# ---- block 1 ----
==> src/rtl/sched_pkg.sv <==
// Shared types and the single-step arithmetic for the round-robin job scheduler.
package sched_pkg;

  localparam int CNT_W  = 4;
  localparam int DATA_W = 32;

  typedef enum logic [1:0] {
    IDLE,
    RUNNING,
    DONE
  } state_e;

  typedef enum logic [1:0] {
    OP_ADD,
    OP_SUB,
    OP_XOR,
    OP_PASS
  } op_e;

  typedef struct packed {
    op_e              op;
    logic [CNT_W-1:0] cnt;
    int               operand;
  } job_t;

  // One accumulate step. The arithmetic is 32-bit modular, so overflow wraps.
  function automatic logic [DATA_W-1:0] apply_op(
    input op_e               op,
    input logic [DATA_W-1:0] acc,
    input logic [DATA_W-1:0] operand
  );
    logic [DATA_W-1:0] result;
    unique case (op)
      OP_ADD:  result = acc + operand;
      OP_SUB:  result = acc - operand;
      OP_XOR:  result = acc ^ operand;
      OP_PASS: result = operand;
    endcase
    return result;
  endfunction

endpackage

==> src/rtl/rr_arbiter.sv <==
// Combinational round-robin arbiter. The search starts at ptr and wraps
// modulo NUM_REQ. The first asserted request wins.
module rr_arbiter #(
  parameter int NUM_REQ = 4,
  localparam int ID_W   = (NUM_REQ > 1) ? $clog2(NUM_REQ) : 1
) (
  input  logic [NUM_REQ-1:0] req,
  input  logic [ID_W-1:0]    ptr,
  output logic [NUM_REQ-1:0] grant,
  output logic [ID_W-1:0]    idx,
  output logic               any
);

  localparam logic [ID_W:0] NUM_REQ_W = (ID_W+1)'(NUM_REQ);

  logic [ID_W:0]   sum;
  logic [ID_W-1:0] slot;

  // Walk the requesters in priority order starting at ptr and keep the first hit.
  always_comb begin
    // NOTE: every output gets a default before the loop, so the block cannot infer a latch.
    grant = '0;
    idx   = '0;
    any   = 1'b0;
    sum   = '0;
    slot  = '0;
    for (int off = 0; off < NUM_REQ; off++) begin
      sum = {1'b0, ptr} + (ID_W+1)'(off);
      if (sum >= NUM_REQ_W) sum = sum - NUM_REQ_W;
      slot = sum[ID_W-1:0];
      if (!any && req[slot]) begin
        grant[slot] = 1'b1;
        idx         = slot;
        any         = 1'b1;
      end
    end
  end

endmodule

==> src/rtl/job_rr_scheduler.sv <==
// Round-robin scheduler that shares one iterative 32-bit accumulate datapath
// among NUM_REQ requesters. The scheduler grants a job in IDLE, steps it once
// per RUNNING cycle and holds the result in DONE until the consumer takes it.
module job_rr_scheduler
  import sched_pkg::*;
#(
  parameter int NUM_REQ = 4,
  parameter int CNT_W   = sched_pkg::CNT_W,
  localparam int ID_W   = (NUM_REQ > 1) ? $clog2(NUM_REQ) : 1
) (
  input  logic                 clk,
  input  logic                 rst_n,
  input  logic [NUM_REQ-1:0]   req_valid,
  input  job_t [NUM_REQ-1:0]   req_job,
  output logic [NUM_REQ-1:0]   req_ready,
  output logic                 res_valid,
  input  logic                 res_ready,
  output logic [ID_W-1:0]      res_id,
  output logic [DATA_W-1:0]    res_data,
  output state_e               state
);

  logic [ID_W-1:0]    rr_ptr;
  logic [NUM_REQ-1:0] grant;
  logic [ID_W-1:0]    grant_idx;
  logic               grant_any;
  logic               accept;
  job_t               sel_job;
  logic [CNT_W-1:0]   remaining;
  logic [DATA_W-1:0]  acc;
  logic [DATA_W-1:0]  acc_next;
  op_e                job_op;
  logic [DATA_W-1:0]  job_operand;

  rr_arbiter #(
    .NUM_REQ (NUM_REQ)
  ) u_arb (
    .req   (req_valid),
    .ptr   (rr_ptr),
    .grant (grant),
    .idx   (grant_idx),
    .any   (grant_any)
  );

  // Offer the grant only in IDLE and outside reset, so req_ready stays low while rst_n is held.
  assign req_ready = (rst_n && state == IDLE) ? grant : '0;
  assign accept    = grant_any && (state == IDLE) && rst_n;
  assign sel_job   = req_job[grant_idx];
  assign acc_next  = apply_op(job_op, acc, job_operand);

  // Scheduler FSM with the job counter, the accumulator and the registered result outputs.
  always_ff @(posedge clk or negedge rst_n) begin
    if (!rst_n) begin
      // NOTE: reset clears every control and data register so that an aborted job leaves no trace.
      state       <= IDLE;
      rr_ptr      <= '0;
      remaining   <= '0;
      acc         <= '0;
      job_op      <= OP_ADD;
      job_operand <= '0;
      res_valid   <= 1'b0;
      res_id      <= '0;
      res_data    <= '0;
    end else begin
      // NOTE: the block uses non-blocking assignments, so every branch reads the state from before the edge.
      unique case (state)
        IDLE: begin
          if (accept) begin
            job_op      <= sel_job.op;
            job_operand <= sel_job.operand;
            acc         <= '0;
            res_id      <= grant_idx;
            rr_ptr      <= (grant_idx == ID_W'(NUM_REQ - 1)) ? '0 : grant_idx + 1'b1;
            if (sel_job.cnt == '0) begin
              res_data  <= '0;
              res_valid <= 1'b1;
              state     <= DONE;
            end else begin
              remaining <= sel_job.cnt;
              state     <= RUNNING;
            end
          end
        end
        RUNNING: begin
          acc       <= acc_next;
          remaining <= remaining - 1'b1;
          if (remaining == CNT_W'(1)) begin
            res_data  <= acc_next;
            res_valid <= 1'b1;
            state     <= DONE;
          end
        end
        DONE: begin
          if (res_ready) begin
            res_valid <= 1'b0;
            state     <= IDLE;
          end
        end
        default: state <= IDLE;
      endcase
    end
  end

endmodule
==> config.mk <==
export PLATFORM = sky130hd
export DESIGN_NAME = job_rr_scheduler
export DESIGN_NICKNAME = d
export VERILOG_FILES = /design/src/rtl/sched_pkg.sv /design/src/rtl/rr_arbiter.sv /design/src/rtl/job_rr_scheduler.sv
export SDC_FILE = /design/constraint.sdc
export NUM_CORES = 1
export LEC_CHECK = 0
export CORE_MARGIN = 3
export CORE_UTILIZATION = 52
export CTS_BUF_LIST = sky130_fd_sc_hd__clkbuf_16
export CTS_CLUSTER_SIZE = 24
export DETAILED_ROUTE_END_ITERATION = 10
export GPL_ROUTABILITY_DRIVEN = 0
export GPL_TIMING_DRIVEN = 0
export PLACE_DENSITY = 0.82
export REMOVE_ABC_BUFFERS = 1
export SLEW_MARGIN = 20
export SYNTH_ARGS = -nofsm -noshare
export SYNTH_HDL_FRONTEND = slang
export SYNTH_HIERARCHICAL = 1
export SYNTH_SLANG_ARGS = --single-unit
==> constraint.sdc <==
create_clock -name clk -period 4.7 [get_ports clk]
set_input_delay 0.47 -clock clk [delete_from_list [all_inputs] [get_ports clk]]
set_output_delay 0.47 -clock clk [all_outputs]
set_load 0.01 [all_outputs]
# ---- block 2 ----
$ cat src/rtl/mips32_cycle_controller.sv
// Single-clock sequencer for the MIPS32 datapath: FETCH/EXEC/WB per instruction,
// with run/halt, single-step, instruction limit and saturating activity counters.
module mips32_cycle_controller #(
  parameter int CNT_W = 8,
  parameter int CYC_W = 16
) (
  input  logic             clk,
  input  logic             rst_n,
  input  logic             start,
  input  logic             step_mode,
  input  logic             step,
  input  logic             halt_req,
  input  logic [CNT_W-1:0] instr_limit,
  input  logic             is_mem_write,
  input  logic             is_reg_write,
  input  logic             is_halt_instr,
  output logic             pc_clr,
  output logic             ir_en,
  output logic             mem_we,
  output logic             rf_we,
  output logic             pc_en,
  output logic             busy,
  output logic             halted,
  output logic [CNT_W-1:0] instr_count,
  output logic [CYC_W-1:0] cycle_count
);

  typedef enum logic [2:0] {
    S_IDLE  = 3'd0,
    S_FETCH = 3'd1,
    S_EXEC  = 3'd2,
    S_WB    = 3'd3,
    S_PAUSE = 3'd4,
    S_HALT  = 3'd5
  } state_t;

  state_t state, state_nxt;

  logic             start_acc;
  logic             limit_hit;
  logic [CNT_W:0]   instr_inc;
  logic [CYC_W:0]   cycle_inc;

  // One extra bit on the increments: the carry-out marks saturation, and it
  // keeps the limit compare from matching a wrapped count of zero.
  assign instr_inc = {1'b0, instr_count} + {{CNT_W{1'b0}}, 1'b1};
  assign cycle_inc = {1'b0, cycle_count} + {{CYC_W{1'b0}}, 1'b1};
  assign limit_hit = (instr_limit != '0) && (instr_inc == {1'b0, instr_limit});
  assign start_acc = start && ((state == S_IDLE) || (state == S_HALT));

  always_comb begin
    state_nxt = state;
    unique case (state)
      S_IDLE:  if (start) state_nxt = S_FETCH;
      S_FETCH: state_nxt = S_EXEC;
      S_EXEC:  state_nxt = S_WB;
      S_WB: begin
        if (halt_req || is_halt_instr || limit_hit) state_nxt = S_HALT;
        else if (step_mode)                         state_nxt = S_PAUSE;
        else                                        state_nxt = S_FETCH;
      end
      S_PAUSE: begin
        if (halt_req)  state_nxt = S_HALT;
        else if (step) state_nxt = S_FETCH;
      end
      S_HALT:  if (start) state_nxt = S_FETCH;
      default: state_nxt = S_IDLE;
    endcase
  end

  // Strobes depend only on registered state (plus the decoded flags), never on
  // control inputs, so a request cannot clip an instruction part-way through.
  always_comb begin
    ir_en  = (state == S_FETCH);
    mem_we = (state == S_EXEC) && is_mem_write;
    rf_we  = (state == S_WB) && is_reg_write;
    pc_en  = (state == S_WB);
    busy   = (state == S_FETCH) || (state == S_EXEC) || (state == S_WB);
    halted = (state == S_HALT);
  end

  always_ff @(posedge clk) begin
    if (!rst_n) begin
      state       <= S_IDLE;
      pc_clr      <= 1'b0;
      instr_count <= '0;
      cycle_count <= '0;
    end else begin
      state  <= state_nxt;
      pc_clr <= start_acc;
      if (start_acc) begin
        instr_count <= '0;
        cycle_count <= '0;
      end else begin
        if (busy && !cycle_inc[CYC_W])
          cycle_count <= cycle_inc[CYC_W-1:0];
        if ((state == S_WB) && !instr_inc[CNT_W])
          instr_count <= instr_inc[CNT_W-1:0];
      end
    end
  end

endmodule

$ cat config.mk
export PLATFORM = sky130hd
export DESIGN_NAME = mips32_cycle_controller
export DESIGN_NICKNAME = d
export VERILOG_FILES = /design/src/rtl/mips32_cycle_controller.sv
export SDC_FILE = /design/constraint.sdc
export NUM_CORES = 1
export LEC_CHECK = 0
export ABC_AREA = 1
export CAP_MARGIN = 20
export CORE_ASPECT_RATIO = 0.8
export CORE_MARGIN = 2
export CORE_UTILIZATION = 30
export CTS_CLUSTER_DIAMETER = 200
export CTS_CLUSTER_SIZE = 20
export DETAILED_ROUTE_END_ITERATION = 8
export GPL_ROUTABILITY_DRIVEN = 0
export GPL_TIMING_DRIVEN = 0
export PLACE_DENSITY = 0.55
export RECOVER_POWER = 100
export SYNTH_ARGS = -nofsm -noshare
export SYNTH_HDL_FRONTEND = slang
export SYNTH_SLANG_ARGS = --single-unit
$ cat constraint.sdc
create_clock -name clk -period 1.5 [get_ports clk]
set_input_delay 0.3 -clock clk [delete_from_list [all_inputs] [get_ports clk]]
set_output_delay 0.3 -clock clk [all_outputs]
set_load 0.1 [all_outputs]
### The clock network, block 1

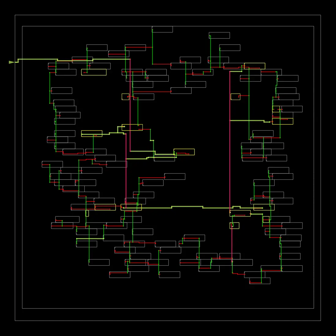
clock buf count: 9
Worst Skew: 0.0126 ns
clock sinks: 109

### Cells by drive strength, block 1

Bar = 50 µm.
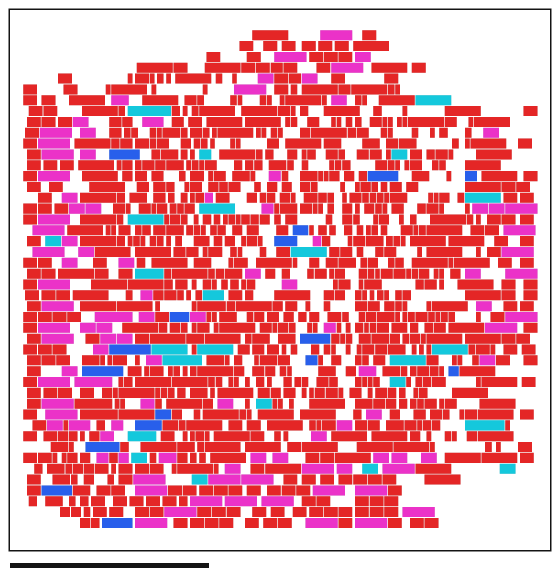
- drive 2: magenta (cells 101; share 9.2%)
- drive 6 and up: cyan (cells 24; share 2.2%)
- drive 1 or less: red (cells 956; share 87%)
- drive 3 to 4: blue (cells 16; share 1.5%)
Post-Layout Inst Area: 11300 µm²
final worst slack: 0.244 ns
Layout area overhead: 29.7%

==> out/metrics.cfg, block 1 <==
[status]
status=finished clean

[cts]
cts_buffers=9
tritoncts=done
clk_latency_ns=0.37

[final_layout]
seq_area_share_pct=24.2
utilization_pct=70.0
fill_cells=1194
buf_share_pct=19.1
clock_area_share_pct=2.71

[yosys]
flop_cell=dfrtp_1
synth_stat.cells=932
netlist.area_leader.share_pct=31.3

[detailed_routing]
antenna_left=0
wl_mm=24.3
dr.first_iter.drc_count=727

[floorplanning]
fp_util_pct=53.9
row_count=46
die_area_um2=18400

[setup_path]
r2r_slack_ns=0.24
rr_worst_depth=11
crit-reg2reg-launch=rr_ptr[0]$_DFFE_PN0P_

[timing]
final.period_utilization_pct=94.8
hold_violations=0
tns_ns=0

[global_routing]
grt_pass1_vias=7775

==> block 1: repair_timing <==
item | 4_1_cts | 5_1_grt
gates resized | 6 | 9
endpoints found under the setup margin | 35 | 18
gates cloned | 2 | 0
buffers inserted | 0 | 0
pin swaps | 1 | 1
==> block 1: power breakdown <==
part	internal, mW	total, mW	leakage, nW	switching (mW)
Clock	0.422	0.797	0.148	0.375
Combinational	3.49	7.47	3.14	3.99
Sequential	1.40	2.02	1.35	0.619
==> block 1: sequential cells by signal, indices dropped and copies added, names as in the netlist <==
register / cells
rr_ptr: 2
res_valid: 1
remaining: 4
job_operand: 32
res_id: 2
state: 2
job_op: 2
res_data: 32
acc: 32
==> block 1: worst reg2reg max path: stages (launching register included) <==
cell and delay, ns:
dfrtp_4 0.56, inv_1 0.10, ha_1 0.37, mux4_2 0.45
nor4b_4 0.38, nor2_1 0.23, a32o_4 0.41, mux4_2 0.34
nor4_2 0.34, nor3_1 0.11, nor3_2 0.63, mux2_2 0.41
### The clock network, block 2

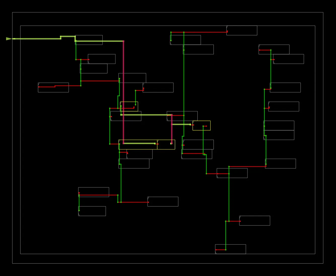
clock sinks: 28
Worst Skew: 0.00893 ns
clock buf count: 3
total CTS buffers: 3

==> out/metrics.cfg, block 2 <==
[status]
status=finished with violations
violations=setup timing

[setup_path]
worstPathCellList=inv_4 -> nor2_4 -> inv_2 -> o21ai_4 -> nor2_4 -> clkinv_8 -> buf_12 -> buf_16
slowest_stage=dfxtp_4
path_class=flip-flop to primary output

[floorplanning]
fp_util_pct=31.4
die_h_um=71.8

[power]
p_switching_mw=1.40
switching_share_pct=41.2

[placed_design]
placed_cell_area_um2=2530
io_buffers=47

[timing]
relSlewSlack_pct=63.6
setup_slack_ns=-0.268
final_max_slew_viol_count=0
tns_ns=-3.99
hold_violations=0
max_freq_mhz=566
finalSetupViolCount=29

[detailed_routing]
first_pass_iters=4
wl_mm=5.83

[final_layout]
area_growth_pct=94.7

[yosys]
post_synth_xor_area_fraction_pct=2.03
synth_stat.cells=274
syn-instance-count=274
ys_sh_mux_pct=0

==> block 2: registers in the layout (all words and copies together) (netlist names) <==
register / count
cycle_count: 16
pc_clr: 1
instr_count: 8
state: 3
==> block 2: metal layers <==
| metal | vias up | share of wire [%] | global-route usage [%] | routed length, µm |
|---|---|---|---|---|
| li1 | 1105 | - | - | - |
| met1 | 989 | 48 | 25.0 | 2810 |
| met2 | 44 | 46 | 26.9 | 2690 |
| met3 | 5 | 5.0 | 3.57 | 294 |
| met4 | 0 | 0.63 | 4.21 | 37 |
| met5 | - | 0 | 0 | 0 |
==> block 2: area by class of cell <==
| type | instances | area (µm²) | share of cell area, % |
|---|---|---|---|
| multi-input combinational | 198 | 1350 | 40.1 |
| timing repair buffer | 98 | 926 | 27.6 |
| sequential | 28 | 649 | 19.3 |
| inverter | 45 | 214 | 6.37 |
| tap | 78 | 97.6 | 2.91 |
| buffer | 3 | 46.3 | 1.38 |
| clock buffer | 3 | 41.3 | 1.23 |
| clock inverter | 1 | 30.0 | 0.894 |
| timing repair inverter | 1 | 7.51 | 0.223 |

==> gallery <==
Clock wires, drivers and flops.
Plate I
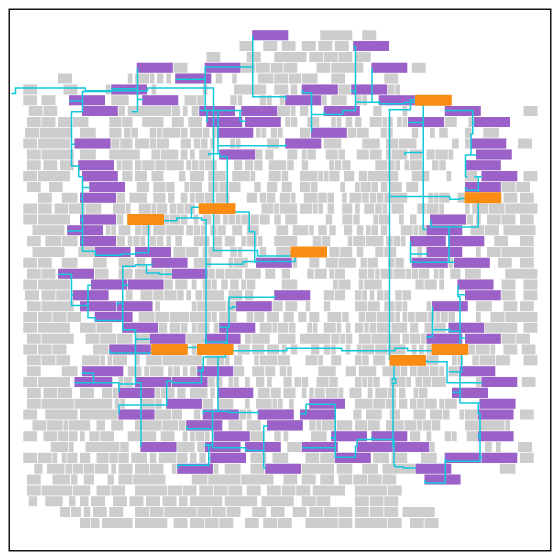
Plate II
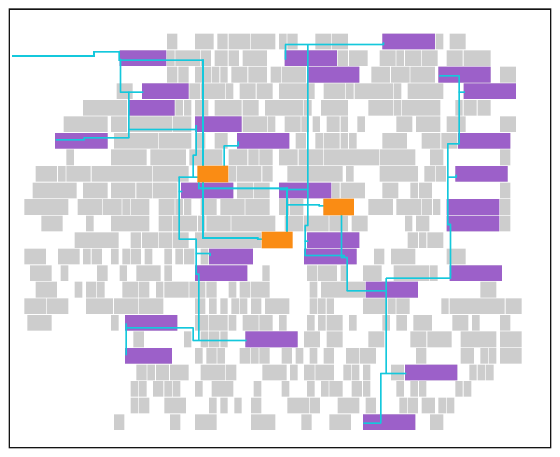
Of these, most sequential cells: Plate I
For block 1, see Plate I.
For block 2, see Plate II.

Key to Plate I:
- flip-flops: purple (count 109)
- cells driving clock nets: orange (count 9)
- clock wires: cyan (length 1370 µm)
- flops lie: widely spread
- routed clock nets: 10


# ---- block 3 ----
### Clock wires, drivers and flops, block 3

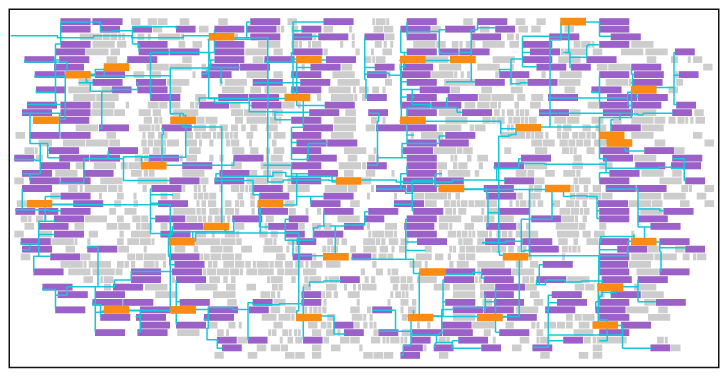
### Cells by drive strength, block 3

Bar = 100 µm.
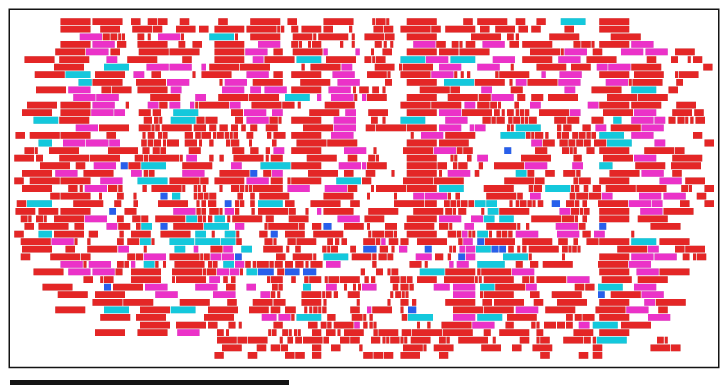
### Placement by cell class, block 3

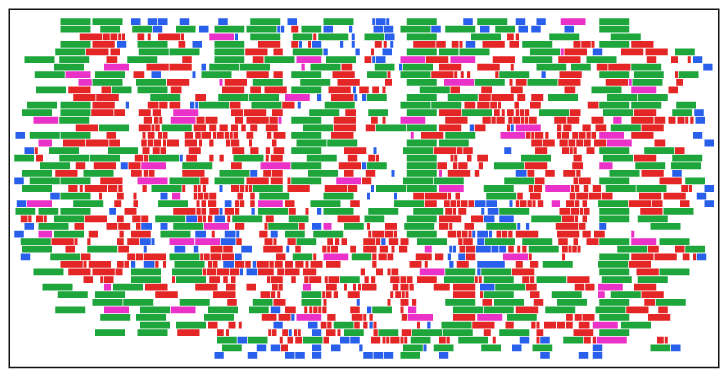
==> config.mk <==
export PLATFORM = sky130hd
export DESIGN_NAME = macc_accum
export DESIGN_NICKNAME = d
export VERILOG_FILES = /design/src/rtl/mmu_pkg.sv /design/src/rtl/macc_accum_col.sv /design/src/rtl/macc_accum.sv
export SDC_FILE = /design/constraint.sdc
export NUM_CORES = 1
export LEC_CHECK = 0
export CAP_MARGIN = 20
export CELL_PAD_IN_SITES_DETAIL_PLACEMENT = 0
export CELL_PAD_IN_SITES_GLOBAL_PLACEMENT = 1
export CORE_ASPECT_RATIO = 0.5
export CORE_UTILIZATION = 50
export CTS_CLUSTER_DIAMETER = 40
export DETAILED_ROUTE_END_ITERATION = 16
export GPL_TIMING_DRIVEN = 0
export PLACE_DENSITY = 0.78
export SYNTH_ARGS = -nofsm -noshare
export SYNTH_HDL_FRONTEND = slang
export SYNTH_SLANG_ARGS = --single-unit
==> constraint.sdc <==
create_clock -name clk -period 11.55 [get_ports clk]
set_input_delay 2.31 -clock clk [delete_from_list [all_inputs] [get_ports clk]]
set_output_delay 2.31 -clock clk [all_outputs]
set_load 0.05 [all_outputs]
==> src/rtl/mmu_pkg.sv <==
// Shared types and helpers for the systolic-array output path.
// Holds the accumulator FSM states and the saturating adder used under MACC_ACC_SAT_EN.
package mmu_pkg;

   localparam int MACC_W = 16;

   typedef enum logic [1:0] {
      IDLE,
      COLLECT,
      FINISH
   } macc_accum_state_t;

   // Signed 16-bit add clamped to the representable range.
   function automatic logic [MACC_W-1:0] sat_add(input logic [MACC_W-1:0] a,
                                                 input logic [MACC_W-1:0] b);
      logic [MACC_W:0] s;
      s = {a[MACC_W-1], a} + {b[MACC_W-1], b};
      if (s[MACC_W] != s[MACC_W-1])
         return s[MACC_W] ? 16'h8000 : 16'h7FFF;
      return s[MACC_W-1:0];
   endfunction

endpackage

==> src/rtl/macc_accum_col.sv <==
// One column of the accumulator: result storage, arrival counter and RMW adder.
// MACC_ACC_SAT_EN selects a saturating accumulate; otherwise the adder wraps.
module macc_accum_col
   import mmu_pkg::*;
#(
   parameter int acc_depth = 8,
   parameter int addr_w    = 3
) (
   input  logic              clk,
   input  logic              reset,
   input  logic              clr,
   input  logic              collect,
   input  logic              active,
   input  logic [MACC_W-1:0] din,
   input  logic [addr_w-1:0] base_addr,
   input  logic [addr_w:0]   num_vecs,
   input  logic              accumulate,
   input  logic [addr_w-1:0] rd_addr,
   output logic [MACC_W-1:0] rd_word,
   output logic              complete
);

   logic [MACC_W-1:0] mem [acc_depth];
   logic [addr_w:0]   count;
   logic [addr_w:0]   count_nxt;
   logic [addr_w-1:0] row;
   logic [MACC_W-1:0] sum;
   logic [MACC_W-1:0] wr_val;
   logic              take;

   // Beats past num_vecs are dropped so a late skewed column cannot overrun.
   assign take      = collect && active && (count < num_vecs);
   assign row       = base_addr + count[addr_w-1:0];
   assign count_nxt = take ? count + 1'b1 : count;
   assign complete  = (count_nxt == num_vecs);

`ifdef MACC_ACC_SAT_EN
   assign sum = sat_add(mem[row], din);
`else
   assign sum = mem[row] + din;
`endif

   assign wr_val  = accumulate ? sum : din;
   assign rd_word = mem[rd_addr];

   always_ff @(posedge clk) begin
      if (reset)
         count <= '0;
      else if (clr)
         count <= '0;
      else if (take)
         count <= count_nxt;
   end

   // Storage has no reset so results survive an aborted run.
   always_ff @(posedge clk) begin
      if (take)
         mem[row] <= wr_val;
   end

endmodule

==> src/rtl/macc_accum.sv <==
// Output accumulator behind the systolic array: per-column skew-tolerant collection
// into a result buffer with a registered read port. MACC_ACC_SAT_EN enables saturation.
module macc_accum
   import mmu_pkg::*;
#(
   parameter  int width_height = 2,
   parameter  int acc_depth    = 8,
   localparam int addr_w       = $clog2(acc_depth)
) (
   input  logic                           clk,
   input  logic                           reset,
   input  logic                           start,
   input  logic [addr_w-1:0]              base_addr,
   input  logic [addr_w:0]                num_vecs,
   input  logic                           accumulate,
   input  logic [width_height-1:0]        activein,
   input  logic [MACC_W*width_height-1:0] maccin,
   output logic                           busy,
   output logic                           done,
   input  logic                           rd_en,
   input  logic [addr_w-1:0]              rd_addr,
   output logic [MACC_W*width_height-1:0] rd_data
);

   macc_accum_state_t             state;
   logic [addr_w-1:0]             base_q;
   logic [addr_w:0]               num_q;
   logic                          acc_q;
   logic                          clr;
   logic                          collect;
   logic                          all_complete;
   logic [width_height-1:0]       complete;
   logic [MACC_W*width_height-1:0] rd_mux;

   assign clr          = (state == IDLE) && start;
   assign collect      = (state == COLLECT);
   assign all_complete = &complete;

   for (genvar c = 0; c < width_height; c++) begin : g_col
      logic [MACC_W-1:0] rd_word;

      macc_accum_col #(
         .acc_depth (acc_depth),
         .addr_w    (addr_w)
      ) u_col (
         .clk        (clk),
         .reset      (reset),
         .clr        (clr),
         .collect    (collect),
         .active     (activein[c]),
         .din        (maccin[c*MACC_W +: MACC_W]),
         .base_addr  (base_q),
         .num_vecs   (num_q),
         .accumulate (acc_q),
         .rd_addr    (rd_addr),
         .rd_word    (rd_word),
         .complete   (complete[c])
      );

      assign rd_mux[c*MACC_W +: MACC_W] = rd_word;
   end

   always_ff @(posedge clk) begin
      if (reset) begin
         state  <= IDLE;
         busy   <= 1'b0;
         done   <= 1'b0;
         base_q <= '0;
         num_q  <= '0;
         acc_q  <= 1'b0;
      end else begin
         done <= 1'b0;
         case (state)
            IDLE: begin
               if (start) begin
                  base_q <= base_addr;
                  num_q  <= num_vecs;
                  acc_q  <= accumulate;
                  busy   <= 1'b1;
                  if (num_vecs == '0) begin
                     state <= FINISH;
                     done  <= 1'b1;
                  end else begin
                     state <= COLLECT;
                  end
               end
            end
            COLLECT: begin
               if (all_complete) begin
                  state <= FINISH;
                  done  <= 1'b1;
               end
            end
            FINISH: begin
               state <= IDLE;
               busy  <= 1'b0;
            end
            default: begin
               state <= IDLE;
               busy  <= 1'b0;
            end
         endcase
      end
   end

   // Reads see the buffer before any same-edge write.
   always_ff @(posedge clk) begin
      if (reset)
         rd_data <= '0;
      else if (rd_en)
         rd_data <= rd_mux;
   end

endmodule

==> out/metrics.cfg <==
[final_layout]
diodes=0
lay_top_count=edfxtp_1
area_growth_pct=18.6
logic_area_um2=6870
drive_above_1_share_pct=23.3
logic_gates=689

[yosys]
ys_seq_share_pct=55.0
synth_area_um2=15900
netlist.area_leader.share_pct=48.5
synth_stat.cells=1081
synth.cellmix.simpleShare_pct=6.52
area_leaders=edfxtp_1 (48%), mux4_2 (15%), dfxtp_1 (6.6%)

[detailed_routing]
drc_errors=0
antenna_left=0

[setup_path]
cp-start-kind=flip-flop

[job]
drv_cap=0

[cts]
postCtsSetupBuffers=0
cts_num_sinks=308

[floorplanning]
die_x_um=254
io_pins=83
die_area_um2=32500

[min_path]
hold_path.class=flip-flop to flip-flop

[global_routing]
grt_pass1_vias=10600

[timing]
final_max_slew_viol_count=0
finalSetupViolCount=0
hold_violations=0

[status]
status=finished clean

[placed_design]
io_buffers=77

Notes on 'Clock wires, drivers and flops' of block 3 above:
- flip-flops: purple (count 308)
- cells driving clock nets: orange (count 34)
- clock wires: cyan (length 4010 µm)
- routed clock nets: 35
Clock Latency Late Sink: 0.53 ns
Clk. pwr: 1.17 mW
clock share of power: 39.8%
Worst Skew: 0.0165 ns

Notes on 'Cells by drive strength' of block 3 above:
- drive 2: magenta (cells 198; share 16%)
- drive 1 or less: red (cells 962; share 77%)
- drive 6 and up: cyan (cells 70; share 5.6%)
- drive 3 to 4: blue (cells 24; share 1.9%)
Non-CTS buffers: 180
Post-Layout Inst Area: 18800 µm²

Notes on 'Placement by cell class' of block 3 above:
- other buffers and delay cells: blue (cells 180; share of their area 7.8%)
- clock drivers and dummy loads: magenta (cells 62; share of their area 6.6%)
- flip-flops: green (cells 308; share of their area 48%)
- all other logic: red (cells 704; share of their area 38%)
row cnt: 45
sequential share of cell area: 46.4%
Core Area: 30700 µm²

state kept, by name (all words and copies together), names as in the netlist:
signal,cells
g_col.u_col.mem,256
rd_data,32
g_col.u_col.count,8
num_q,4
base_q,3
state,2
acc_q,1
busy,1
done,1
per-stage QoR:
stage               cells  power, mW  util, %  hold slack [ns]  worst slack, ns
finish               1677       2.94     61.2            0.482             5.25
global route         1677       3.04     61.2            0.506             4.93
CTS                  1676       2.95     61.2            0.484             5.34
detailed placement   1614       1.79     57.3            0.477             5.37
global placement     1581       1.77     55.8            0.473             4.16
floorplan            1081       1.64        -            0.497             6.63
cell usage after synthesis, types with 25 or more instances:
cell type and n:
nor3_1 25, mux4_2 109, mux2i_1 57, edfxtp_1 256, nor2_1 83, dfxtp_1 52
clkbuf_1 41, a21oi_1 45, nand2_1 46, ha_1 48, a211oi_1 38, mux2_2 46
xnor2_1 26
power breakdown:
group	switching, mW	total, mW	leakage, nW	internal (mW)
Clock	0.463	1.17	0.577	0.707
Sequential	0.0108	1.26	2.73	1.25
Combinational	0.301	0.515	3.13	0.213
Total	0.775	2.94	6.44	2.17
tightest hold or removal path, stage by stage, from the launching register on:
cell      delay, ns
dfxtp_1        0.30
nor2_1         0.08
a211oi_1       0.05


## Gallery

Where the registers sit.
panel A
Bar = 50 µm. Other sequential cells in the stronger gray, the rest of the logic in the fainter gray.
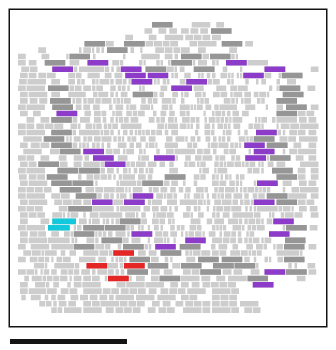
panel B
Bar = 100 µm. Other sequential cells in the stronger gray, the rest of the logic in the fainter gray.
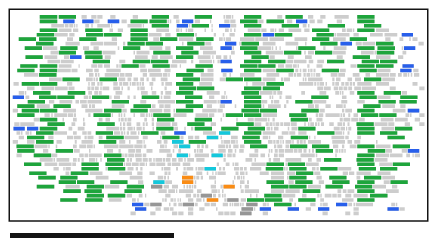
panel C
Bar = 20 µm. Other sequential cells in the stronger gray, the rest of the logic in the fainter gray.
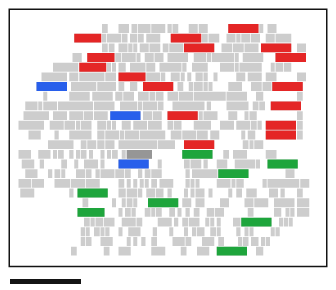
- panel A = block 1
- panel B = block 3
- panel C = block 2

Power and IR drop assume default switching activity.
